# ---- column_sequencer ----
column_sequencer/cell_density.png
Bar = 20 µm. 10 x 10 tiles, from white (low) to dark blue (high), 0 to 100% covered.
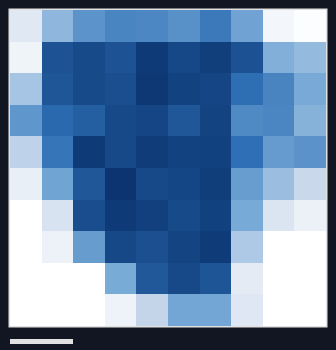
column_sequencer/placement.png
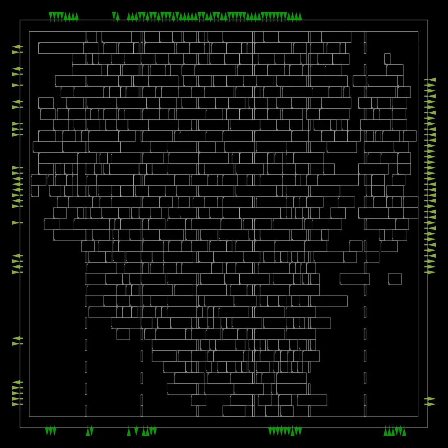
column_sequencer/power_grid.png
Bar = 20 µm. Pins as bars on the die edge. Tap cells in grey.
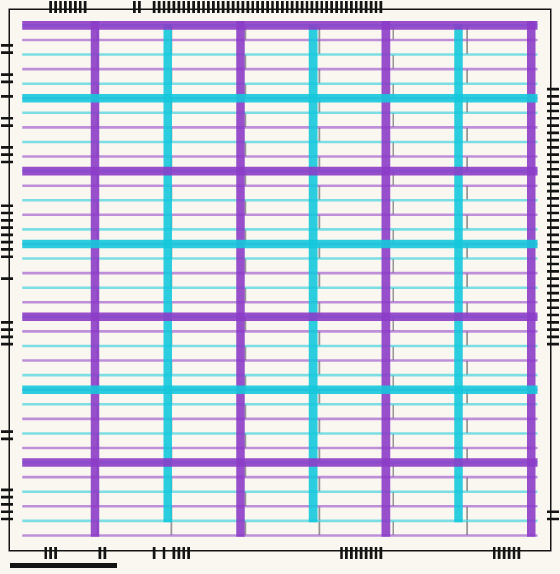
## src/rtl/column_sequencer.sv

```systemverilog
// Column scheduler between the raycaster descriptor stream, line_writer and the LCD blitter.
// Optional perf counters (stall_cycles, wait_cycles) are built when COLSEQ_PERF_EN is defined.
module column_sequencer #(
    parameter int COLS  = 320,
    parameter int COL_W = 9
) (
    input  logic             clk,
    input  logic             rst,
    input  logic             frame_start,
    input  logic [31:0]      frame_pos,
    input  logic             desc_valid,
    input  logic [31:0]      desc_data,
    output logic             desc_ready,
    output logic             lw_start,
    output logic [31:0]      lw_load,
    output logic [31:0]      lw_pos,
    input  logic             lw_rdy,
    input  logic             lw_done,
    output logic             blit_req,
    output logic             blit_half,
    output logic [COL_W-1:0] blit_col,
    input  logic             blit_ack,
    input  logic             blit_done,
`ifdef COLSEQ_PERF_EN
    output logic [31:0]      stall_cycles,
    output logic [31:0]      wait_cycles,
`endif
    output logic             busy,
    output logic             frame_done
);

    typedef enum logic [1:0] {IDLE, SEND, WAIT_DONE} state_t;

    // Column counter is one bit wider so it can hold COLS itself (end of frame).
    localparam logic [COL_W:0]   COLS_V   = (COL_W + 1)'(COLS);
    localparam logic [COL_W-1:0] LAST_COL = COL_W'(COLS - 1);

    state_t                  state;
    logic [2:0]              widx;
    logic                    wr_half;
    logic [1:0]              full;
    logic [COL_W:0]          col;
    logic [31:0]             pos;
    logic [1:0]              q_valid;
    logic [1:0]              q_half;
    logic [1:0][COL_W-1:0]   q_col;
    logic                    inflight_valid;
    logic                    inflight_half;
    logic [COL_W-1:0]        inflight_col;

    logic                    gate;
    logic                    frame_ok;
    logic                    wr_done;
    logic                    pop;
    logic                    free_half;
    logic                    push_slot;
    logic [1:0]              set_mask;
    logic [1:0]              clr_mask;

    always_comb begin
        gate      = (widx == 3'd0) ? lw_rdy : 1'b1;
        lw_start  = desc_valid && (state == SEND) && gate;
        desc_ready = lw_start;
        lw_load   = desc_data;
        lw_pos    = pos;
        blit_req  = q_valid[0] && !inflight_valid;
        blit_half = q_half[0];
        blit_col  = q_col[0];
        busy      = (state != IDLE) || (|full);
        frame_ok  = frame_start && (state == IDLE) && !q_valid[0] && !inflight_valid;
        wr_done   = (state == WAIT_DONE) && lw_done;
        pop       = blit_req && blit_ack;
        free_half = blit_done && inflight_valid;
        // After a pop the queue shifts down, so the free slot moves with it.
        push_slot = pop ? q_valid[1] : q_valid[0];
        set_mask  = wr_done   ? (2'b01 << wr_half)       : 2'b00;
        clr_mask  = free_half ? (2'b01 << inflight_half) : 2'b00;
    end

    always_ff @(posedge clk) begin
        if (rst) begin
            state          <= IDLE;
            widx           <= 3'd0;
            wr_half        <= 1'b0;
            full           <= 2'b00;
            col            <= '0;
            pos            <= 32'd0;
            q_valid        <= 2'b00;
            q_half         <= 2'b00;
            q_col          <= '0;
            inflight_valid <= 1'b0;
            inflight_half  <= 1'b0;
            inflight_col   <= '0;
            frame_done     <= 1'b0;
        end else begin
            frame_done <= free_half && (inflight_col == LAST_COL);
            full       <= (full & ~clr_mask) | set_mask;

            case (state)
                IDLE: begin
                    if (frame_ok) begin
                        col <= '0;
                        pos <= frame_pos;
                    end
                    if ((col < COLS_V) && !full[wr_half]) begin
                        state <= SEND;
                        widx  <= 3'd0;
                    end
                end
                SEND: begin
                    if (lw_start) begin
                        if (widx == 3'd4) begin
                            state <= WAIT_DONE;
                            widx  <= 3'd0;
                        end else begin
                            widx <= widx + 3'd1;
                        end
                    end
                end
                WAIT_DONE: begin
                    if (lw_done) begin
                        wr_half <= ~wr_half;
                        col     <= col + 1'b1;
                        state   <= IDLE;
                    end
                end
                default: state <= IDLE;
            endcase

            if (pop) begin
                q_valid        <= {1'b0, q_valid[1]};
                q_half[0]      <= q_half[1];
                q_col[0]       <= q_col[1];
                inflight_valid <= 1'b1;
                inflight_half  <= q_half[0];
                inflight_col   <= q_col[0];
            end else if (free_half) begin
                inflight_valid <= 1'b0;
            end

            if (wr_done) begin
                q_valid[push_slot] <= 1'b1;
                q_half[push_slot]  <= wr_half;
                q_col[push_slot]   <= col[COL_W-1:0];
            end
        end
    end

`ifdef COLSEQ_PERF_EN
    // Saturating counters of writer stalls on a full half and upstream starvation.
    always_ff @(posedge clk) begin
        if (rst || frame_ok) begin
            stall_cycles <= 32'd0;
            wait_cycles  <= 32'd0;
        end else begin
            if ((state == IDLE) && (col < COLS_V) && full[wr_half] && (stall_cycles != 32'hFFFF_FFFF))
                stall_cycles <= stall_cycles + 32'd1;
            if ((state == SEND) && !desc_valid && (wait_cycles != 32'hFFFF_FFFF))
                wait_cycles <= wait_cycles + 32'd1;
        end
    end
`endif

endmodule

```

## config.mk

```make
export PLATFORM = sky130hd
export DESIGN_NAME = column_sequencer
export DESIGN_NICKNAME = d
export VERILOG_FILES = /design/src/rtl/column_sequencer.sv
export SDC_FILE = /design/constraint.sdc
export NUM_CORES = 1
export LEC_CHECK = 0
export CORE_MARGIN = 2
export CORE_UTILIZATION = 39
export CTS_CLUSTER_SIZE = 40
export DETAILED_ROUTE_END_ITERATION = 7
export PLACE_DENSITY = 0.89
export RECOVER_POWER = 50
export SETUP_SLACK_MARGIN = 0.4
export SLEW_MARGIN = 20
export SYNTH_ARGS = -nofsm -noshare
export SYNTH_HDL_FRONTEND = slang
export SYNTH_SLANG_ARGS = --single-unit
```

## constraint.sdc

```tcl
create_clock -name clk -period 1.8 [get_ports clk]
set_input_delay 0.36 -clock clk [delete_from_list [all_inputs] [get_ports clk]]
set_output_delay 0.36 -clock clk [all_outputs]
set_load 0.005 [all_outputs]
```

==> impl_metrics.json <==
{
  "gr-total-overflow": 0,
  "cts_hold_buf": 0,
  "path_cells": "ha_1 > nand3b_1 > a21o_1 > or4_1 > nand2_1",
  "path_depth": 5,
  "ys_ff": 84,
  "viasPerCell": 5.62,
  "ff_type": "dfxtp_1",
  "clockNetworkAreaShare_pct": 3.76,
  "grt_max_degree": 34,
  "crit_buf_inv": 0,
  "synthSimpleGateAreaFrac_pct": 22.9,
  "fp_nets": 526,
  "maxSlewHeadroom_pct": 66.4,
  "layout.cells.most_common": "nand2_1",
  "worstPathRequired_ps": 2100,
  "portBuffers": 86,
  "yosysCellCount": 451,
  "finalPower_w": 0.00417,
  "place_area_mm2": 0.00448,
  "clk_latency_ps": 350,
  "cts_buffers": 9,
  "clock_buffers": 12,
  "inverters": 8,
  "cts_tree": "done",
  "ys_warn_count": 0,
  "comb_area_share_pct": 37.7,
  "cts_buffer_depth": 2,
  "tapCellCount": 111,
  "edf_count": 0,
  "largestPowerGroup": "registers",
  "clkPwrFrac_pct": 36.1,
  "top_logic_kind": "simple AND/OR/NAND/NOR gates",
  "yosysSeqAreaShare_pct": 46.0,
  "cp_top_family": "simple AND/OR/NAND/NOR gates",
  "seq_area_mm2": 0.00169,
  "drt_iter0_drc": 219,
  "final_antenna_net_count": 0,
  "outcome": "completed",
  "setup_viol": 0
}
## Picture notes: column_sequencer/cell_density.png
nearly empty tiles: 15%
mean over tiles: 56%
tiles over 75% full: 41%
fullest tile: 98%
densest ninth of the die: middle
post-route core utilization: 63.3%
core area: 0.00915 mm²
FP Util: 39.9%

## Picture notes: column_sequencer/placement.png
Non-Filler Instances: 658
Layout fillers: 659

## Picture notes: column_sequencer/power_grid.png
[VDD] cyan
[VSS] purple
rows: 35
signal pins: 151
met4 straps: 7
met1 rails: 36
maximum vdd drop: 0.626 mV
die height: 101 µm


# ---- core_sequencer ----
core_sequencer/placement.png
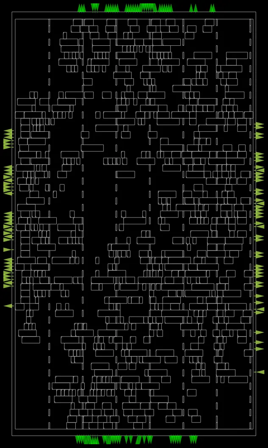
core_sequencer/power_grid.png
Bar = 20 µm. Pins as bars on the die edge. Tap cells in grey.
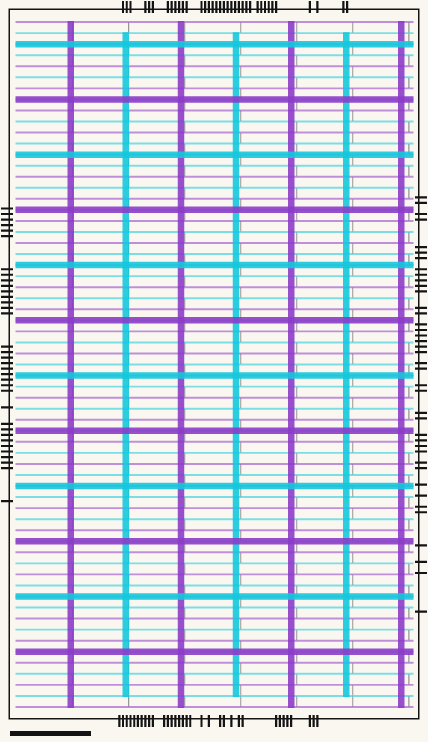
--- src/rtl/core_sequencer.sv ---
`timescale 1ns/1ps
// core_sequencer: multi-cycle FETCH/DECODE/EXECUTE/MEM/WB control FSM for a
// small RV32I-style core. All control outputs are Moore outputs held in
// registers that are loaded together with the next state.
// Optional feature macro: CORE_SEQ_TRAP_EN -- when defined, an illegal opcode
// traps into HALT (left only by reset) and the illegal port is present; when
// undefined, illegal opcodes retire as NOPs.
module core_sequencer (
  input  logic        clk,
  input  logic        reset,
  input  logic [31:0] mem_rdata,
  input  logic        mem_ready,
  input  logic        branch_taken,
  output logic        mem_req,
  output logic        mem_we,
  output logic        addr_sel,
  output logic [31:0] instr,
  output logic [31:0] load_data,
  output logic        rf_we,
  output logic [1:0]  wb_sel,
  output logic        pc_we,
  output logic [1:0]  pc_sel,
  output logic [2:0]  state,
  output logic [31:0] retire_count
`ifdef CORE_SEQ_TRAP_EN
  ,
  output logic        illegal
`endif
);

  localparam logic [6:0] OP_ALUREG = 7'b0110011;
  localparam logic [6:0] OP_ALUIMM = 7'b0010011;
  localparam logic [6:0] OP_BRANCH = 7'b1100011;
  localparam logic [6:0] OP_LOAD   = 7'b0000011;
  localparam logic [6:0] OP_STORE  = 7'b0100011;
  localparam logic [6:0] OP_LUI    = 7'b0110111;
  localparam logic [6:0] OP_AUIPC  = 7'b0010111;
  localparam logic [6:0] OP_JAL    = 7'b1101111;
  localparam logic [6:0] OP_JALR   = 7'b1100111;

  typedef enum logic [2:0] {
    FETCH   = 3'd0,
    DECODE  = 3'd1,
    EXECUTE = 3'd2,
    MEM     = 3'd3,
    WB      = 3'd4
`ifdef CORE_SEQ_TRAP_EN
    ,
    HALT    = 3'd5
`endif
  } state_t;

  state_t     st;
  logic [6:0] opcode;
  logic       op_mem;
  logic       op_store;
  logic       wb_rf_we;
  logic [1:0] wb_wb_sel;
  logic [1:0] wb_pc_sel;
`ifdef CORE_SEQ_TRAP_EN
  logic       op_legal;
`endif

  assign opcode = instr[6:0];
  assign state  = st;

  // Classify the latched instruction and precompute its writeback controls.
  always_comb begin
    op_mem    = 1'b0;
    op_store  = 1'b0;
    wb_rf_we  = 1'b0;
    wb_wb_sel = 2'b00;
    wb_pc_sel = 2'b00;
`ifdef CORE_SEQ_TRAP_EN
    op_legal  = 1'b1;
`endif
    case (opcode)
      OP_ALUREG, OP_ALUIMM, OP_AUIPC: wb_rf_we = 1'b1;
      OP_LUI: begin
        wb_rf_we  = 1'b1;
        wb_wb_sel = 2'b11;
      end
      OP_LOAD: begin
        wb_rf_we  = 1'b1;
        wb_wb_sel = 2'b01;
        op_mem    = 1'b1;
      end
      OP_STORE: begin
        op_mem   = 1'b1;
        op_store = 1'b1;
      end
      OP_BRANCH: wb_pc_sel = branch_taken ? 2'b01 : 2'b00;
      OP_JAL: begin
        wb_rf_we  = 1'b1;
        wb_wb_sel = 2'b10;
        wb_pc_sel = 2'b01;
      end
      OP_JALR: begin
        wb_rf_we  = 1'b1;
        wb_wb_sel = 2'b10;
        wb_pc_sel = 2'b10;
      end
      default: begin
`ifdef CORE_SEQ_TRAP_EN
        op_legal = 1'b0;
`endif
      end
    endcase
    // Writes to x0 are discarded.
    if (instr[11:7] == 5'd0) wb_rf_we = 1'b0;
  end

  // State register plus registered Moore outputs for the state being entered.
  always_ff @(posedge clk) begin
    if (reset) begin
      st           <= FETCH;
      instr        <= '0;
      load_data    <= '0;
      retire_count <= '0;
      mem_req      <= 1'b0;
      mem_we       <= 1'b0;
      addr_sel     <= 1'b0;
      rf_we        <= 1'b0;
      wb_sel       <= 2'b00;
      pc_we        <= 1'b0;
      pc_sel       <= 2'b00;
`ifdef CORE_SEQ_TRAP_EN
      illegal      <= 1'b0;
`endif
    end else begin
      mem_req  <= 1'b0;
      mem_we   <= 1'b0;
      addr_sel <= 1'b0;
      rf_we    <= 1'b0;
      wb_sel   <= 2'b00;
      pc_we    <= 1'b0;
      pc_sel   <= 2'b00;
      case (st)
        FETCH: begin
          // The first FETCH cycle after reset has mem_req low, so an early
          // mem_ready is ignored and the request is raised next cycle.
          if (mem_req && mem_ready) begin
            instr <= mem_rdata;
            st    <= DECODE;
          end else begin
            mem_req <= 1'b1;
          end
        end
        DECODE: begin
`ifdef CORE_SEQ_TRAP_EN
          if (!op_legal) begin
            st      <= HALT;
            illegal <= 1'b1;
          end else begin
            st <= EXECUTE;
          end
`else
          st <= EXECUTE;
`endif
        end
        EXECUTE: begin
          if (op_mem) begin
            st       <= MEM;
            mem_req  <= 1'b1;
            addr_sel <= 1'b1;
            mem_we   <= op_store;
          end else begin
            st     <= WB;
            pc_we  <= 1'b1;
            rf_we  <= wb_rf_we;
            wb_sel <= wb_wb_sel;
            pc_sel <= wb_pc_sel;
          end
        end
        MEM: begin
          if (mem_ready) begin
            if (!op_store) load_data <= mem_rdata;
            st     <= WB;
            pc_we  <= 1'b1;
            rf_we  <= wb_rf_we;
            wb_sel <= wb_wb_sel;
            pc_sel <= wb_pc_sel;
          end else begin
            mem_req  <= 1'b1;
            addr_sel <= 1'b1;
            mem_we   <= op_store;
          end
        end
        WB: begin
          retire_count <= retire_count + 32'd1;
          st           <= FETCH;
          mem_req      <= 1'b1;
        end
`ifdef CORE_SEQ_TRAP_EN
        HALT: st <= HALT;
`endif
        default: st <= FETCH;
      endcase
    end
  end

endmodule

--- config.mk ---
export PLATFORM = sky130hd
export DESIGN_NAME = core_sequencer
export DESIGN_NICKNAME = d
export VERILOG_FILES = /design/src/rtl/core_sequencer.sv
export SDC_FILE = /design/constraint.sdc
export NUM_CORES = 1
export LEC_CHECK = 0
export CAP_MARGIN = 5
export CELL_PAD_IN_SITES_DETAIL_PLACEMENT = 0
export CELL_PAD_IN_SITES_GLOBAL_PLACEMENT = 2
export CORE_ASPECT_RATIO = 1.75
export CORE_UTILIZATION = 25
export DETAILED_ROUTE_END_ITERATION = 10
export GPL_TIMING_DRIVEN = 0
export HOLD_SLACK_MARGIN = 0.1
export PLACE_DENSITY = 0.86
export SLEW_MARGIN = 20
export SYNTH_ARGS = -nofsm -noshare
export SYNTH_HDL_FRONTEND = slang
export SYNTH_SLANG_ARGS = --single-unit
--- constraint.sdc ---
create_clock -name clk -period 2.1 [get_ports clk]
set_input_delay 0.42 -clock clk [delete_from_list [all_inputs] [get_ports clk]]
set_output_delay 0.42 -clock clk [all_outputs]
set_load 0.005 [all_outputs]
==> impl_metrics.json <==
{
  "tapCellCount": 224,
  "ys_types": 38,
  "synthSimpleGateAreaFrac_pct": 26.0,
  "ff_type": "dfxtp_1",
  "path_depth": 5,
  "hold_violations": 0,
  "largest_area_cell": "dfxtp_1",
  "outcome": "completed",
  "n_antenna_cell": 0,
  "ys_ff": 108,
  "area_leaders": "dfxtp_1, nand2_1, a21oi_1",
  "clock_power_w": 0.00177,
  "gr-usage-met1_pct": 16.7,
  "buffer_area_share_pct": 25.6,
  "grt_busiest_layer": "met2",
  "cts_buffers": 9,
  "yosys-stat-area_mm2": 0.00424,
  "inverters": 8,
  "fp_nets": 561,
  "remaining_drc_errors": 0,
  "totalWireLength_um": 13500,
  "dp_slack_ps": -560,
  "top_logic_kind": "simple AND/OR/NAND/NOR gates"
}
## Picture notes: core_sequencer/placement.png
FP Rows: 62
core area: 0.0165 mm²

## Picture notes: core_sequencer/power_grid.png
[VDD] cyan
[VSS] purple
met4 straps: 7
tap cells: 224
signal pins: 144
die width: 100 µm
die height: 174 µm


# ---- note_tone_gen ----
`src/rtl/note_tone_gen.sv`:
```
// note_tone_gen: note decode, pitch divider and volume-scaled PWM buzzer drive.
// Each accepted note is preceded by a short silent articulation gap.
module note_tone_gen #(
  parameter int GAP_CYC = 50_000
) (
  input  logic       sysclk,
  input  logic       rst_n,
  input  logic       tran_vld,
  input  logic       tran_end,
  input  logic [5:0] q,
  input  logic [9:0] volume_in,
  output logic       beep,
  output logic       playing,
  output logic [5:0] note_cur
);

  typedef enum logic [2:0] {
    IDLE = 3'b001,
    GAP  = 3'b010,
    PLAY = 3'b100
  } state_t;

  localparam logic [19:0] GAP_LAST = 20'(GAP_CYC - 1);

  state_t      state, state_nx;
  logic [19:0] gap_cnt;
  logic [18:0] cnt;
  logic [18:0] period;
  logic        rest;
  logic [9:0]  vol_r;
  logic [9:0]  vol_eff;
  logic [28:0] prod;
  logic [18:0] high_time;
  logic [18:0] lut_base;
  logic [18:0] lut_period;
  logic        lut_rest;
  logic        accept;
  logic        gap_done;

  assign accept   = tran_vld & ~tran_end;
  assign gap_done = state[1] & (gap_cnt == GAP_LAST);

  // Volume is sampled at period start; bypass so the new value counts at once.
  assign vol_eff   = (cnt == '0) ? volume_in : vol_r;
  assign prod      = {10'b0, period} * {19'b0, vol_eff};
  assign high_time = 19'(prod >> 11);

  always_comb begin
    lut_base = '0;
    case (q[3:0])
      4'd0:    lut_base = 19'd191113;
      4'd1:    lut_base = 19'd180386;
      4'd2:    lut_base = 19'd170262;
      4'd3:    lut_base = 19'd160706;
      4'd4:    lut_base = 19'd151686;
      4'd5:    lut_base = 19'd143173;
      4'd6:    lut_base = 19'd135137;
      4'd7:    lut_base = 19'd127551;
      4'd8:    lut_base = 19'd120394;
      4'd9:    lut_base = 19'd113636;
      4'd10:   lut_base = 19'd107258;
      4'd11:   lut_base = 19'd101238;
      default: lut_base = '0;
    endcase
  end

  always_comb begin
    lut_period = lut_base;
    case (q[5:4])
      2'd0:    lut_period = lut_base << 1;
      2'd2:    lut_period = lut_base >> 1;
      default: lut_period = lut_base;
    endcase
    lut_rest = (q[5:4] == 2'd3) | (q[3:0] >= 4'd12);
  end

  always_ff @(posedge sysclk or negedge rst_n) begin
    if (!rst_n) state <= IDLE;
    else        state <= state_nx;
  end

  always_comb begin
    state_nx = state;
    unique case (1'b1)
      state[0]: state_nx = IDLE;
      state[1]: if (gap_done) state_nx = PLAY;
      state[2]: state_nx = PLAY;
      default:  state_nx = IDLE;
    endcase
    if (accept)   state_nx = GAP;
    if (tran_end) state_nx = IDLE;
  end

  always_ff @(posedge sysclk or negedge rst_n) begin
    if (!rst_n) begin
      beep     <= 1'b0;
      playing  <= 1'b0;
      note_cur <= '0;
      period   <= '0;
      rest     <= 1'b1;
      vol_r    <= '0;
      gap_cnt  <= '0;
      cnt      <= '0;
    end else begin
      playing <= state_nx[1] | state_nx[2];
      if (cnt == '0) vol_r <= volume_in;
      if (tran_end) begin
        gap_cnt <= '0;
        cnt     <= '0;
        beep    <= 1'b0;
      end else if (accept) begin
        note_cur <= q;
        period   <= lut_period;
        rest     <= lut_rest;
        gap_cnt  <= '0;
        cnt      <= '0;
        beep     <= 1'b0;
      end else begin
        gap_cnt <= (state[1] && !gap_done) ? gap_cnt + 20'd1 : '0;
        if (state[2])
          cnt <= (cnt == period - 19'd1) ? '0 : cnt + 19'd1;
        else
          cnt <= '0;
        beep <= state[2] & (cnt < high_time) & ~rest;
      end
    end
  end

endmodule

```
`config.mk`:
```
export PLATFORM = sky130hd
export DESIGN_NAME = note_tone_gen
export DESIGN_NICKNAME = d
export VERILOG_FILES = /design/src/rtl/note_tone_gen.sv
export SDC_FILE = /design/constraint.sdc
export NUM_CORES = 1
export LEC_CHECK = 0
export ABC_AREA = 1
export CAP_MARGIN = 25
export CORE_ASPECT_RATIO = 2
export CORE_MARGIN = 3
export CORE_UTILIZATION = 40
export DETAILED_ROUTE_END_ITERATION = 16
export PLACE_DENSITY = 0.62
export SYNTH_ARGS = -nofsm -noshare
export SYNTH_HDL_FRONTEND = slang
export SYNTH_SLANG_ARGS = --single-unit
```
`constraint.sdc`:
```
create_clock -name sysclk -period 7 [get_ports sysclk]
set_input_delay 1.4 -clock sysclk [delete_from_list [all_inputs] [get_ports sysclk]]
set_output_delay 1.4 -clock sysclk [all_outputs]
set_load 0.03 [all_outputs]
```
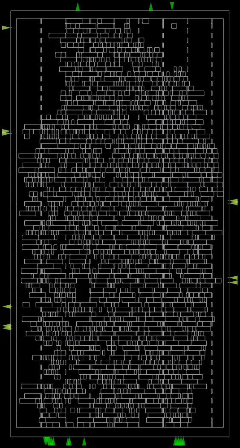
note_tone_gen/placement.png
flip-flops: 79
Layout fillers: 2457
Seq/total area: 13.1%
FP Rows: 85
tap cells: 348

==> impl_metrics.json <==
{
  "drv_cap": 0,
  "layout.cells.most_common": "nand2_1",
  "cp_slowest_stage_delay_ps": 550,
  "reg_top3": "gap_cnt x20, cnt x19, period x19",
  "dominant_cells": "multi-input combinational cells",
  "period_minus_slack_ps": 7010,
  "clockNetworkAreaShare_pct": 2.24,
  "place_area_mm2": 0.0129,
  "cp_top_family": "adder cells",
  "grt_pass1_wl_um": 60400,
  "synthSimpleGateAreaFrac_pct": 24.2,
  "failed_checks": "negative setup slack",
  "worstPathRequired_ps": 7290,
  "outcome": "finished with violations",
  "setup_viol": 1,
  "numClockSinks": 79,
  "crit_top_cell": "buf_4",
  "end_kind": "flop",
  "worst_slew_pin_slew_ps": 907,
  "ys_sh_xor_pct": 4.91,
  "area_growth_pct": 36.8,
  "comb_area_share_pct": 60.0,
  "layout_setup_ws_ps": -14.6,
  "cts_hold_buf": 0,
  "cts_buffer_depth": 2,
  "die_x_um": 124,
  "clock_buffers": 11,
  "whs_endpoint": "gap_cnt[0]$_DFF_PN0_",
  "reg2reg_setup_slack_ps": 10,
  "avgSynthCellArea_um2": 7.62,
  "path_clk_slew_ps": 60
}
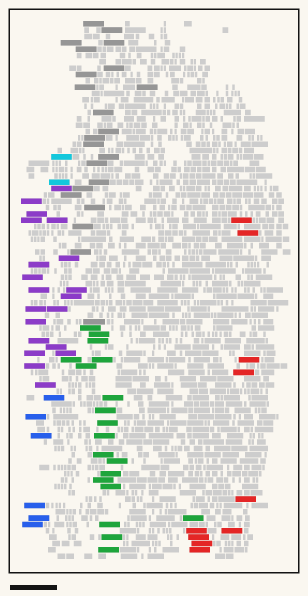
note_tone_gen/flops_by_reg.png
Bar = 20 µm. Other sequential cells in the stronger grey, the rest of the logic in the fainter grey.
[vol_r] red | sequential cells: 10
[gap_cnt] purple | sequential cells: 20 | where: left middle
[note_cur] blue | sequential cells: 6 | where: bottom left
[state] cyan | sequential cells: 2
[period] green | sequential cells: 19
post-route core utilization: 55.8%
sequential cell area: 0.00198 mm²


# ---- exec_halt_controller ----
<file path="config.mk">
export PLATFORM = sky130hd
export DESIGN_NAME = exec_halt_controller
export DESIGN_NICKNAME = d
export VERILOG_FILES = /design/src/rtl/exec_halt_controller.sv
export SDC_FILE = /design/constraint.sdc
export NUM_CORES = 1
export LEC_CHECK = 0
export CAP_MARGIN = 20
export CORE_MARGIN = 1.5
export CORE_UTILIZATION = 47
export DETAILED_ROUTE_END_ITERATION = 10
export PLACE_DENSITY_LB_ADDON = 0.1
export SYNTH_ARGS = -nofsm -noshare
export SYNTH_HDL_FRONTEND = slang
export SYNTH_SLANG_ARGS = --single-unit
</file>
<file path="constraint.sdc">
create_clock -name clk -period 2.4 [get_ports clk]
set_input_delay 0.48 -clock clk [delete_from_list [all_inputs] [get_ports clk]]
set_output_delay 0.48 -clock clk [all_outputs]
set_load 0.01 [all_outputs]
</file>
<file path="src/rtl/exec_halt_controller.sv">
// ---------------------------------------------------------------------------
// exec_halt_controller
//   Execution-control unit that sits between decode and the execution driver.
//   The run-control FSM has the states IDLE, RUN, STEP, BREAK and HALT_OP.
//   It provides halt-opcode detection, a PC breakpoint that is masked after a
//   resume, single-step, cause reporting and an enabled-cycle counter. It also
//   holds the per-register load/ALU writeback mux selects.
//
// Ports
//   clk, rst_n            clock and synchronous active-low reset
//   opcode, opcode_valid  opcode of the instruction at pc, and its valid flag
//   pc                    current program counter
//   start/resume/step     level-sampled run-control requests
//   bkpt_en, bkpt_addr    PC breakpoint
//   load_valid/load_dest  memory-load writeback to a register
//   alu_valid/alu_dest    ALU writeback to a register
//   exec_enable           registered enable to the execution driver
//   halted                1 in IDLE, BREAK or HALT_OP
//   halt_cause            0 none, 1 halt opcode, 2 breakpoint, 3 step done
//   load_mux_sel          per-register select (1 = load data, 0 = ALU data)
//   run_cycles            wrapping count of cycles with exec_enable = 1
// ---------------------------------------------------------------------------

// One writeback select bit. A load to this register wins over an ALU write to
// the same register. Destinations that match no register index are ignored.
module ehc_sel_bit #(
  parameter int SEL_WIDTH = 3,
  parameter int IDX       = 0
) (
  input  logic                 clk,
  input  logic                 rst_n,
  input  logic                 load_valid,
  input  logic [SEL_WIDTH-1:0] load_dest,
  input  logic                 alu_valid,
  input  logic [SEL_WIDTH-1:0] alu_dest,
  output logic                 sel
);
  logic sel_q, sel_d;

  always_comb begin
    sel_d = sel_q;
    if (load_valid && (load_dest == SEL_WIDTH'(IDX)))   sel_d = 1'b1;
    else if (alu_valid && (alu_dest == SEL_WIDTH'(IDX))) sel_d = 1'b0;
  end

  always_ff @(posedge clk) begin
    if (!rst_n) sel_q <= 1'b0;
    else        sel_q <= sel_d;
  end

  assign sel = sel_q;
endmodule

module exec_halt_controller #(
  parameter int                     OPCODE_SIZE = 8,
  parameter logic [OPCODE_SIZE-1:0] HALT_OPCODE = 8'h01,
  parameter int                     PC_WIDTH    = 16,
  parameter int                     NUM_REGS    = 8,
  parameter int                     SEL_WIDTH   = $clog2(NUM_REGS),
  parameter int                     CNT_WIDTH   = 32
) (
  input  logic                   clk,
  input  logic                   rst_n,
  input  logic [OPCODE_SIZE-1:0] opcode,
  input  logic                   opcode_valid,
  input  logic [PC_WIDTH-1:0]    pc,
  input  logic                   start,
  input  logic                   resume,
  input  logic                   step,
  input  logic                   bkpt_en,
  input  logic [PC_WIDTH-1:0]    bkpt_addr,
  input  logic                   load_valid,
  input  logic [SEL_WIDTH-1:0]   load_dest,
  input  logic                   alu_valid,
  input  logic [SEL_WIDTH-1:0]   alu_dest,
  output logic                   exec_enable,
  output logic                   halted,
  output logic [1:0]             halt_cause,
  output logic [NUM_REGS-1:0]    load_mux_sel,
  output logic [CNT_WIDTH-1:0]   run_cycles
);

  typedef enum logic [2:0] {
    S_IDLE    = 3'd0,
    S_RUN     = 3'd1,
    S_STEP    = 3'd2,
    S_BREAK   = 3'd3,
    S_HALT_OP = 3'd4
  } state_e;

  localparam logic [1:0] CAUSE_NONE = 2'd0;
  localparam logic [1:0] CAUSE_HALT = 2'd1;
  localparam logic [1:0] CAUSE_BKPT = 2'd2;
  localparam logic [1:0] CAUSE_STEP = 2'd3;

  state_e               state_q, state_d;
  logic [1:0]           cause_q, cause_d;
  logic                 en_q, en_d;
  // The breakpoint mask is armed on resume and holds the PC seen at resume.
  // It stays armed until the PC moves away from that value, so resuming at
  // the breakpoint address does not break again immediately.
  logic                 mask_q, mask_d;
  logic [PC_WIDTH-1:0]  mask_pc_q, mask_pc_d;
  logic [CNT_WIDTH-1:0] cnt_q, cnt_d;

  logic halt_hit, bkpt_hit;

  assign halt_hit = opcode_valid && (opcode == HALT_OPCODE);
  assign bkpt_hit = opcode_valid && bkpt_en && (pc == bkpt_addr) &&
                    !(mask_q && (pc == mask_pc_q));

  // State register
  always_ff @(posedge clk) begin
    if (!rst_n) begin
      state_q   <= S_IDLE;
      cause_q   <= CAUSE_NONE;
      en_q      <= 1'b0;
      mask_q    <= 1'b0;
      mask_pc_q <= '0;
      cnt_q     <= '0;
    end else begin
      state_q   <= state_d;
      cause_q   <= cause_d;
      en_q      <= en_d;
      mask_q    <= mask_d;
      mask_pc_q <= mask_pc_d;
      cnt_q     <= cnt_d;
    end
  end

  // Next-state logic
  always_comb begin
    state_d   = state_q;
    cause_d   = cause_q;
    mask_d    = mask_q;
    mask_pc_d = mask_pc_q;
    unique case (state_q)
      S_IDLE, S_HALT_OP: begin
        if (start) begin
          state_d = S_RUN;
          cause_d = CAUSE_NONE;
          mask_d  = 1'b0;
        end
      end
      S_RUN: begin
        if (mask_q && (pc != mask_pc_q)) mask_d = 1'b0;
        // A halt opcode takes priority over a breakpoint at the same PC.
        if (halt_hit) begin
          state_d = S_HALT_OP;
          cause_d = CAUSE_HALT;
        end else if (bkpt_hit) begin
          state_d = S_BREAK;
          cause_d = CAUSE_BKPT;
        end
      end
      S_BREAK: begin
        if (step) begin
          state_d = S_STEP;
        end else if (resume) begin
          state_d   = S_RUN;
          cause_d   = CAUSE_NONE;
          mask_d    = 1'b1;
          mask_pc_d = pc;
        end
      end
      S_STEP: begin
        // STEP always lasts exactly one cycle.
        if (halt_hit) begin
          state_d = S_HALT_OP;
          cause_d = CAUSE_HALT;
        end else begin
          state_d = S_BREAK;
          cause_d = CAUSE_STEP;
        end
      end
      default: begin
        state_d = S_IDLE;
        cause_d = CAUSE_NONE;
        mask_d  = 1'b0;
      end
    endcase
    // The enable is registered from the next state. It therefore drops in
    // the cycle after a halt opcode or breakpoint is detected.
    en_d  = (state_d == S_RUN) || (state_d == S_STEP);
    cnt_d = en_q ? cnt_q + CNT_WIDTH'(1) : cnt_q;
  end

  // Output logic
  always_comb begin
    exec_enable = en_q;
    halted      = (state_q == S_IDLE) || (state_q == S_BREAK) ||
                  (state_q == S_HALT_OP);
    halt_cause  = cause_q;
    run_cycles  = cnt_q;
  end

  // Writeback selects update in every FSM state, so writes that are already
  // in flight still complete while execution is halted.
  for (genvar r = 0; r < NUM_REGS; r++) begin : g_sel
    ehc_sel_bit #(.SEL_WIDTH(SEL_WIDTH), .IDX(r)) u_sel (
      .clk        (clk),
      .rst_n      (rst_n),
      .load_valid (load_valid),
      .load_dest  (load_dest),
      .alu_valid  (alu_valid),
      .alu_dest   (alu_dest),
      .sel        (load_mux_sel[r])
    );
  end

endmodule

</file>
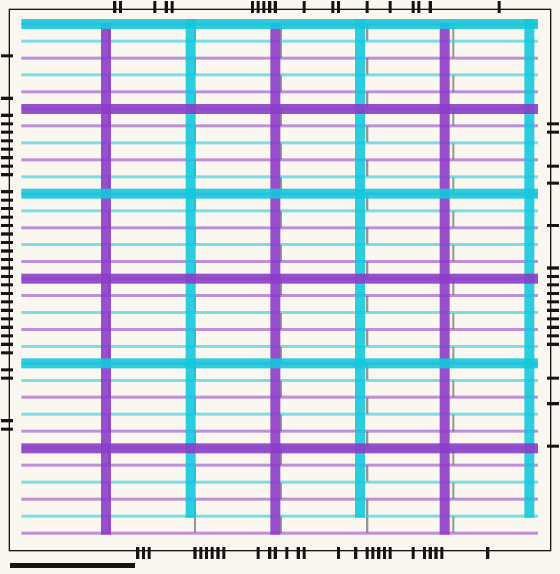
exec_halt_controller/power_grid.png
Bar = 20 µm. Pins as bars on the die edge. Tap cells in grey.
[VDD] cyan
[VSS] purple
met5 straps: 6
met4 straps: 6
die width: 86.6 µm
core area: 0.00676 mm²
maximum vdd drop: 0.352 mV

==> impl_metrics.json <==
{
  "outcome": "completed",
  "cts_buffer_depth": 2,
  "fin_nets": 527,
  "edf_count": 0,
  "comb_power_w": 0.000273,
  "path_clk_slew_ps": 70,
  "hpwl_um": 5460,
  "dp_slack_ps": -294,
  "drt_iter0_drc": 56,
  "grt_pass1_vias": 2697,
  "grt_pass1_wl_um": 12000,
  "inverters": 5,
  "p_per_area_mw_per_mm2": 532,
  "r2r_start": "run_cycles[6]$_SDFFE_PN0P_",
  "avgSynthCellArea_um2": 9.07,
  "pg_seq_w": 0.00107,
  "layout.cells.most_common": "clkdlybuf4s50_1",
  "cts_resized": 0,
  "reg2reg_setup_slack_ps": 380,
  "crit_buf_inv": 1,
  "whs_ps": 476,
  "wirelength_met1_um": 3190,
  "remaining_drc_errors": 0,
  "met3_length_um": 350
}
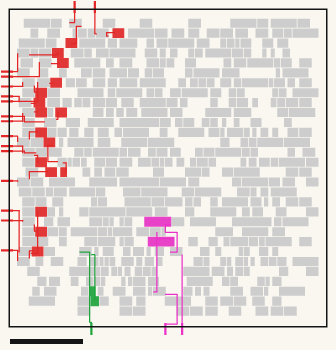
exec_halt_controller/io_fan.png
Bar = 20 µm.
[halt_cause] magenta | bits: 2 | direction: output | end cells: 2 | buffers: 2 | wire: 69.7 µm
[step] green | bits: 1 | direction: input | end cells: 2 | buffers: 1 | wire: 36.6 µm
[bkpt_addr] red | bits: 16 | direction: input | end cells: 17 | buffers: 17 | wire: 180 µm
Port Buffer Count: 98
Ports: 99


# ---- blake2s_host_drv ----
**config.mk**
```make
export PLATFORM = sky130hd
export DESIGN_NAME = blake2s_host_drv
export DESIGN_NICKNAME = d
export VERILOG_FILES = /design/src/rtl/blake2s_host_drv.sv
export SDC_FILE = /design/constraint.sdc
export NUM_CORES = 1
export LEC_CHECK = 0
export CORE_AREA = 3 3 252 130
export CTS_CLUSTER_SIZE = 30
export DETAILED_ROUTE_END_ITERATION = 10
export DIE_AREA = 0 0 255 133
export GPL_TIMING_DRIVEN = 0
export HOLD_SLACK_MARGIN = 0.03
export PLACE_DENSITY = 0.65
export SKIP_LAST_GASP = 1
export SYNTH_ARGS = -nofsm -noshare
export SYNTH_HDL_FRONTEND = slang
export SYNTH_SLANG_ARGS = --single-unit
```
**constraint.sdc**
```tcl
create_clock -name clk -period 14.5 [get_ports clk]
set_input_delay 1.45 -clock clk [delete_from_list [all_inputs] [get_ports clk]]
set_output_delay 1.45 -clock clk [all_outputs]
set_load 0.02 [all_outputs]
```
**src/rtl/blake2s_host_drv.sv**
```systemverilog
// blake2s_host_drv: host-side initiator for the byte-serial BLAKE2s command interface.
// Sends a job's CONF header (kk, nn, ll little endian), streams key/message bytes as DATA,
// zero-pads to whole blocks, then collects the nn-byte digest.
// Ports:
//   clk, nreset            clock, async active-low reset
//   start_i, kk_i, nn_i,   job start and parameters (sampled when idle)
//   ll_i
//   msg_v_i, msg_i,        user byte stream in, accepted on msg_v_i & msg_ready_o
//   msg_ready_o
//   busy_o, done_o         job in progress, 1-cycle completion pulse
//   dev_valid_o, dev_cmd_o, dev_data_o, dev_ready_i   device command byte handshake
//   dev_hash_v_i, dev_hash_i                           digest bytes from device
//   hash_v_o, hash_o, hash_idx_o                       registered digest bytes with index
// Build option: define HOST_DRV_ABORT_EN to add abort_i, which replaces the pending slot
// with a single ABORT command (cmd 2'd3, data 8'h00) and returns to idle without done_o.
module blake2s_host_drv #(
  parameter int BLOCK_BYTES = 64,
  parameter int LL_W = 64
) (
  input  logic            clk,
  input  logic            nreset,
  input  logic            start_i,
  input  logic [5:0]      kk_i,
  input  logic [5:0]      nn_i,
  input  logic [LL_W-1:0] ll_i,
  input  logic            msg_v_i,
  input  logic [7:0]      msg_i,
  output logic            msg_ready_o,
  output logic            busy_o,
  output logic            done_o,
  output logic            dev_valid_o,
  output logic [1:0]      dev_cmd_o,
  output logic [7:0]      dev_data_o,
  input  logic            dev_ready_i,
  input  logic            dev_hash_v_i,
  input  logic [7:0]      dev_hash_i,
`ifdef HOST_DRV_ABORT_EN
  input  logic            abort_i,
`endif
  output logic            hash_v_o,
  output logic [7:0]      hash_o,
  output logic [5:0]      hash_idx_o
);
  localparam int CW = LL_W + 7;
  localparam int BW = $clog2(BLOCK_BYTES);
  localparam int CONF_LAST = 1 + LL_W / 8;

  typedef enum logic [2:0] {IDLE, CONF, KEY, MSG, PAD, WAIT_HASH, ABORT} state_t;

  state_t          state_q, state_d;
  logic [5:0]      kk_q, kk_d, nn_q, nn_d, hidx_q, hidx_d;
  logic [LL_W-1:0] ll_q, ll_d;
  logic [CW-1:0]   cnt_q, cnt_d, cnt_inc;
  logic            dv_q, dv_d, hv_q, hv_d, done_q, done_d;
  logic [1:0]      dc_q, dc_d;
  logic [7:0]      dd_q, dd_d, h_q, h_d, ll_byte, conf_byte;
  logic            free, take, ll_hit, blk_hit, abort;

`ifdef HOST_DRV_ABORT_EN
  assign abort = abort_i && state_q != IDLE && state_q != ABORT;
`else
  assign abort = 1'b0;
`endif

  // CONF header: kk, nn, then ll bytes least significant first (header index 2..CONF_LAST)
  assign ll_byte   = 8'(ll_q >> {cnt_q[5:0] - 6'd2, 3'b000});
  assign conf_byte = cnt_q == '0 ? {2'b00, kk_q} : cnt_q == CW'(1) ? {2'b00, nn_q} : ll_byte;

  always_comb begin
    free = !dv_q || dev_ready_i;
    cnt_inc = cnt_q + CW'(1);
    ll_hit = cnt_inc == CW'(ll_q);
    blk_hit = cnt_inc[BW-1:0] == '0;
    msg_ready_o = (state_q == KEY || state_q == MSG) && free && !abort;
    take = msg_ready_o && msg_v_i;
    state_d = state_q;
    kk_d = kk_q;
    nn_d = nn_q;
    ll_d = ll_q;
    cnt_d = cnt_q;
    dv_d = dv_q && !dev_ready_i;
    dc_d = dc_q;
    dd_d = dd_q;
    hv_d = 1'b0;
    h_d = h_q;
    hidx_d = hidx_q;
    done_d = 1'b0;
    case (state_q)
      IDLE: if (start_i && !done_q) begin
        kk_d = kk_i;
        nn_d = nn_i == '0 ? 6'd1 : nn_i;
        ll_d = ll_i;
        cnt_d = '0;
        state_d = CONF;
      end
      CONF: if (free) begin
        dv_d = 1'b1;
        dc_d = 2'd0;
        dd_d = conf_byte;
        cnt_d = cnt_q == CW'(CONF_LAST) ? '0 : cnt_inc;
        if (cnt_q == CW'(CONF_LAST)) state_d = kk_q != '0 ? KEY : ll_q != '0 ? MSG : PAD;
      end
      KEY: if (take) begin
        dv_d = 1'b1;
        dc_d = 2'd1;
        dd_d = msg_i;
        cnt_d = cnt_inc == CW'(BLOCK_BYTES) ? '0 : cnt_inc;
        if (cnt_inc == CW'(BLOCK_BYTES)) state_d = ll_q != '0 ? MSG : WAIT_HASH;
      end
      // message count keeps running into PAD so padding stops on the next block boundary
      MSG: if (take) begin
        dv_d = 1'b1;
        dc_d = 2'd1;
        dd_d = msg_i;
        cnt_d = ll_hit && blk_hit ? '0 : cnt_inc;
        if (ll_hit) state_d = blk_hit ? WAIT_HASH : PAD;
      end
      PAD: if (free) begin
        dv_d = 1'b1;
        dc_d = 2'd1;
        dd_d = 8'h00;
        cnt_d = blk_hit ? '0 : cnt_inc;
        if (blk_hit) state_d = WAIT_HASH;
      end
      WAIT_HASH: if (dev_hash_v_i) begin
        hv_d = 1'b1;
        h_d = dev_hash_i;
        hidx_d = cnt_q[5:0];
        cnt_d = cnt_q[5:0] == nn_q - 6'd1 ? '0 : cnt_inc;
        done_d = cnt_q[5:0] == nn_q - 6'd1;
        if (cnt_q[5:0] == nn_q - 6'd1) state_d = IDLE;
      end
      ABORT: if (dev_ready_i) state_d = IDLE;
      default: state_d = IDLE;
    endcase
    if (abort) begin
      dv_d = 1'b1;
      dc_d = 2'd3;
      dd_d = 8'h00;
      cnt_d = '0;
      hv_d = 1'b0;
      done_d = 1'b0;
      state_d = ABORT;
    end
  end

  always_ff @(posedge clk or negedge nreset) begin
    if (!nreset) begin
      state_q <= IDLE;
      kk_q <= '0;
      nn_q <= '0;
      ll_q <= '0;
      cnt_q <= '0;
      dv_q <= 1'b0;
      dc_q <= '0;
      dd_q <= '0;
      hv_q <= 1'b0;
      h_q <= '0;
      hidx_q <= '0;
      done_q <= 1'b0;
    end else begin
      state_q <= state_d;
      kk_q <= kk_d;
      nn_q <= nn_d;
      ll_q <= ll_d;
      cnt_q <= cnt_d;
      dv_q <= dv_d;
      dc_q <= dc_d;
      dd_q <= dd_d;
      hv_q <= hv_d;
      h_q <= h_d;
      hidx_q <= hidx_d;
      done_q <= done_d;
    end
  end

  // done_o coincides with the last digest byte while state is already IDLE, so busy covers it
  assign busy_o      = state_q != IDLE || done_q;
  assign done_o      = done_q;
  assign dev_valid_o = dv_q;
  assign dev_cmd_o   = dc_q;
  assign dev_data_o  = dd_q;
  assign hash_v_o    = hv_q;
  assign hash_o      = h_q;
  assign hash_idx_o  = hidx_q;
endmodule
```
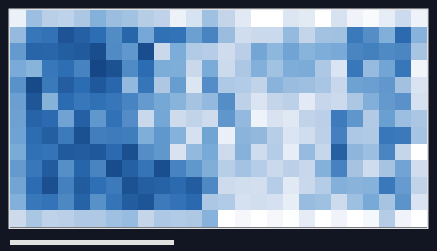
blake2s_host_drv/cell_density.png
Bar = 100 µm. 26 x 13 tiles, from white (low) to dark blue (high), 0 to 100% covered.
tiles over 75% full: 15%
mean over tiles: 46%
fullest tile: 91%
post-route core utilization: 53.2%
FP Util: 45.2%
core area: 0.0304 mm²

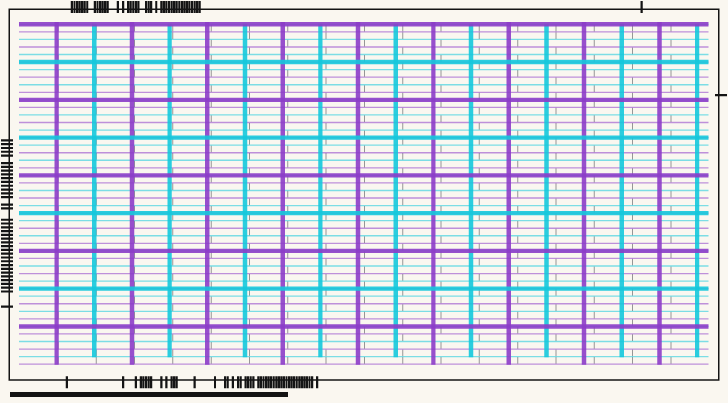
blake2s_host_drv/power_grid.png
Bar = 100 µm. Pins as bars on the die edge. Tap cells in grey.
[VSS] purple
[VDD] cyan
rows: 45
signal pins: 127
met5 straps: 9
met4 straps: 18
met1 rails: 46
maximum vdd drop: 0.0780 mV
die width: 255 µm
die height: 133 µm

==> impl_metrics.json <==
{
  "clock_power_w": 0.000493,
  "n_fill_cell": 2883,
  "drv_cap": 1,
  "top_register": "cnt_q",
  "yosysSeqAreaShare_pct": 32.1,
  "fin_nets": 1872,
  "synthArstFlopShare_pct": 100,
  "yosysCellCount": 1616,
  "dp_slack_ps": 7120,
  "placementRows": 45,
  "p_per_area_mw_per_mm2": 77.4,
  "wirelength_met1_um": 30300,
  "edf_count": 0,
  "r2r-end": "cnt_q[26]$_DFFE_PN0P_",
  "reg2reg_setup_slack_ps": 6320,
  "cts_buffers": 17,
  "cp_top_family": "simple AND/OR/NAND/NOR gates",
  "wl_per_cell_um": 33.5,
  "path_cells": "ha_1 > clkbuf_1 > and4_1 > clkbuf_1 > nand3_1 > or4_1 > clkbuf_1 > o21ai_0 > nand4_1 > or4_1 > nor4_1 > a21oi_1 > a211oi_2 > nand2b_1 > buf_1 > o2bb2ai_1",
  "cp.arrival_ps": 8510,
  "setup_viol": 0,
  "yosys-top-cells-count": "dfrtp_1, nand2_1, clkbuf_1",
  "slew_viol_final": 0,
  "syn_area_mm2": 0.0137,
  "inverters": 30,
  "cts.htree.levels": 4,
  "logic_area_mm2": 0.00868,
  "finalClockPeriodUsage_pct": 56.4,
  "cp_max_fo": 10,
  "buffer_area_share_pct": 11.6,
  "drt_iter0_drc": 2525,
  "tool_warnings": 33,
  "failed_checks": "max-capacitance violations",
  "outcome": "finished with violations",
  "n_antenna_cell": 2,
  "cts_hold_buf": 0
}

# ---- riscv_register_file ----
==> src/rtl/riscv_register_file.sv <==
// rtl/riscv_register_file.sv - RV32I integer register file, 2 async read ports, 1 sync write port (optional REGFILE_BYPASS_EN forwarding)
module riscv_register_file #(
  parameter int DATA_WIDTH = 32,
  parameter int ADDR_WIDTH = 5,
  parameter int NUM_REGS   = 32
) (
  input  logic                  clk,
  input  logic                  reset,
  input  logic                  we,
  input  logic [ADDR_WIDTH-1:0] rs1,
  input  logic [ADDR_WIDTH-1:0] rs2,
  input  logic [ADDR_WIDTH-1:0] rd,
  input  logic [DATA_WIDTH-1:0] data_in,
  output logic [DATA_WIDTH-1:0] data1,
  output logic [DATA_WIDTH-1:0] data2
);

  logic [DATA_WIDTH-1:0] regs_q [NUM_REGS];
  logic [DATA_WIDTH-1:0] regs_d [NUM_REGS];
  logic                  wr_en;

  // x0 is never a write target, so a write to it is simply dropped
  assign wr_en = we && (rd != '0);

  // next-state: copy current contents and overlay the single writeback update
  always_comb begin
    for (int i = 0; i < NUM_REGS; i++) begin
      regs_d[i] = regs_q[i];
    end
    if (wr_en) begin
      regs_d[rd] = data_in;
    end
    regs_d[0] = '0;
  end

  // state register: reset clears everything and overrides a same-edge write
  always_ff @(posedge clk) begin
    if (reset) begin
      for (int i = 0; i < NUM_REGS; i++) begin
        regs_q[i] <= '0;
      end
    end else begin
      for (int i = 0; i < NUM_REGS; i++) begin
        regs_q[i] <= regs_d[i];
      end
    end
  end

`ifdef REGFILE_BYPASS_EN
  // combinational read with write-through forwarding of the in-flight rd value
  always_comb begin
    data1 = (rs1 == '0) ? '0 : regs_q[rs1];
    data2 = (rs2 == '0) ? '0 : regs_q[rs2];
    if (wr_en && !reset && (rd == rs1)) begin
      data1 = data_in;
    end
    if (wr_en && !reset && (rd == rs2)) begin
      data2 = data_in;
    end
  end
`else
  // combinational read of stored contents; x0 always reads zero
  always_comb begin
    data1 = (rs1 == '0) ? '0 : regs_q[rs1];
    data2 = (rs2 == '0) ? '0 : regs_q[rs2];
  end
`endif

endmodule

==> config.mk <==
export PLATFORM = sky130hd
export DESIGN_NAME = riscv_register_file
export DESIGN_NICKNAME = d
export VERILOG_FILES = /design/src/rtl/riscv_register_file.sv
export SDC_FILE = /design/constraint.sdc
export NUM_CORES = 2
export LEC_CHECK = 0
export ABC_AREA = 1
export CAP_MARGIN = 20
export CORE_UTILIZATION = 26
export DETAILED_ROUTE_END_ITERATION = 10
export PLACE_DENSITY_LB_ADDON = 0.15
export SYNTH_ARGS = -nofsm -noshare
export SYNTH_HDL_FRONTEND = slang
export SYNTH_SLANG_ARGS = --single-unit
==> constraint.sdc <==
create_clock -name clk -period 7.66 [get_ports clk]
set_clock_uncertainty 0.15 [all_clocks]
set_input_delay 1.915 -clock clk [delete_from_list [all_inputs] [get_ports clk]]
set_output_delay 1.915 -clock clk [all_outputs]
set_load 0.1 [all_outputs]
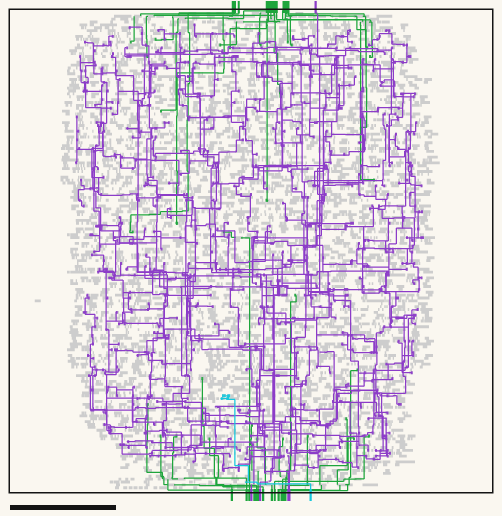
riscv_register_file/io_fan.png
Bar = 100 µm.
[data1] green | bits: 32 | direction: output | end cells: 32 | buffers: 32 | wire: 4340 µm
[rs2] purple | bits: 5 | direction: input | end cells: 895 | buffers: 23 | wire: 20.3 mm
[we] cyan | bits: 1 | direction: input | end cells: 4 | buffers: 1 | wire: 181 µm
Ports: 114
Port Buffer Count: 113

==> impl_metrics.json <==
{
  "totalNegativeSetupSlack_ps": 0,
  "cp_top_family": "buffers and inverters",
  "crit_start": "rs2[0]",
  "path_cells": "buf_8 > inv_8 > buf_12 > nand2_1 > nand2_1 > nand2_1 > nand2_1 > inv_1 > nand2_1 > nand2_1 > nand2_1 > inv_1 > nand2_1 > buf_12",
  "ff_type": "dfxtp_1",
  "cts-root-buf": "clkbuf_16",
  "edf_count": 0,
  "tapCellCount": 2688,
  "largest_reg_flops": 992,
  "end_kind": "output port",
  "yosys-top-cells-count": "nand2_1, nand3_1, nor2_1",
  "drv_cap": 0,
  "ys_sh_adder_pct": 0,
  "p_leak_nw": 23.7,
  "remaining_drc_errors": 0,
  "gr-total-overflow": 0,
  "wirelength_met1_um": 113000,
  "largestPowerGroup": "clock",
  "fin_nets": 8127,
  "grt_max_degree": 161,
  "top_register": "regs_q",
  "hold_violations": 0,
  "die_x_um": 456,
  "synthArstFlopShare_pct": 0,
  "seqPwrFrac_pct": 40.5,
  "viasPerCell": 5.10,
  "totalWireLength_um": 252000,
  "fmax_mhz": 155,
  "placementRows": 166,
  "setup_viol": 0,
  "outcome": "completed",
  "cts_hold_buf": 0,
  "grt_pass1_wl_um": 366000,
  "cts_resized": 0,
  "peakVddDrop_mv": 0.177,
  "grt_pass1_vias": 51400,
  "wl_per_cell_um": 23.2,
  "area_leaders": "dfxtp_1, nand2_1, a211oi_1",
  "ys_types": 17,
  "buffer_area_share_pct": 6.33
}
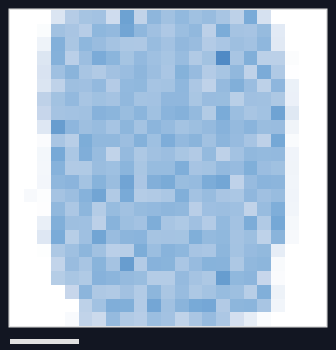
riscv_register_file/cell_density.png
Bar = 100 µm. 23 x 23 tiles, from white (low) to dark blue (high), 0 to 100% covered.
mean over tiles: 28%
nearly empty tiles: 22%
fullest tile: 63%
FP Util: 26.2%
core area: 0.205 mm²
post-route core utilization: 30.3%



==> gallery <==
Sequential cells grouped by signal name.
image #1
Bar = 20 µm. Other sequential cells in the stronger grey, the rest of the logic in the fainter grey.
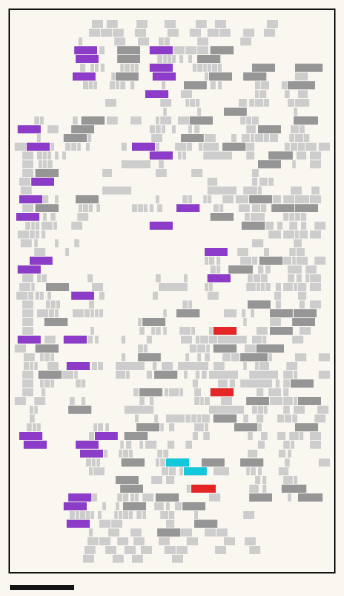
image #2
Bar = 20 µm. Other sequential cells in the stronger grey, the rest of the logic in the fainter grey.
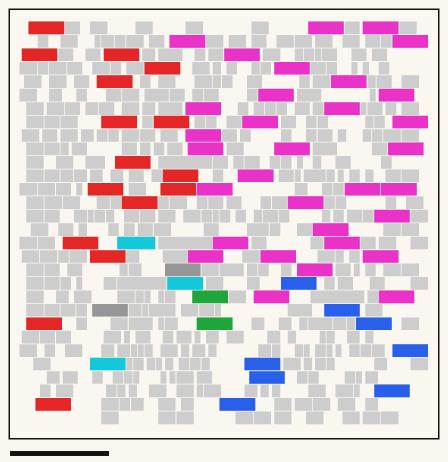
image #3
Bar = 100 µm. Other sequential cells in the stronger grey, the rest of the logic in the fainter grey.
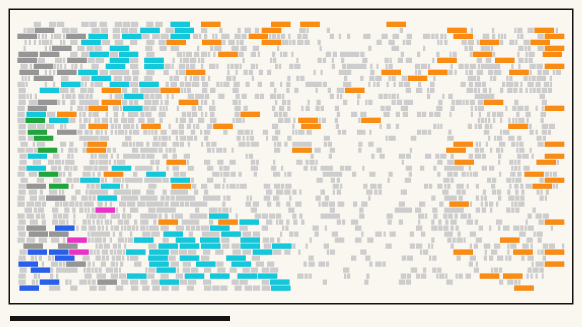
image #4
Bar = 20 µm. Other sequential cells in the stronger grey, the rest of the logic in the fainter grey.
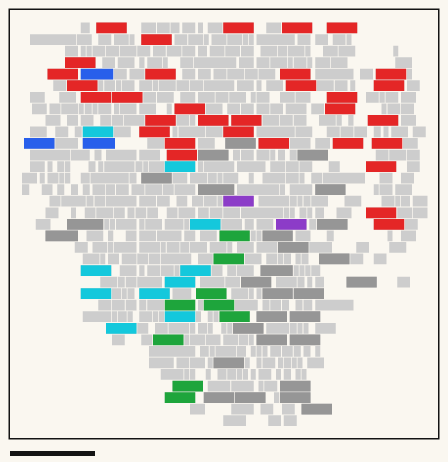
| picture | from |
|---|---|
| image #3 | blake2s_host_drv |
| image #2 | exec_halt_controller |
| image #4 | column_sequencer |
| image #1 | core_sequencer |

Power figures rest on the tool's default switching activity, not on a simulated workload.
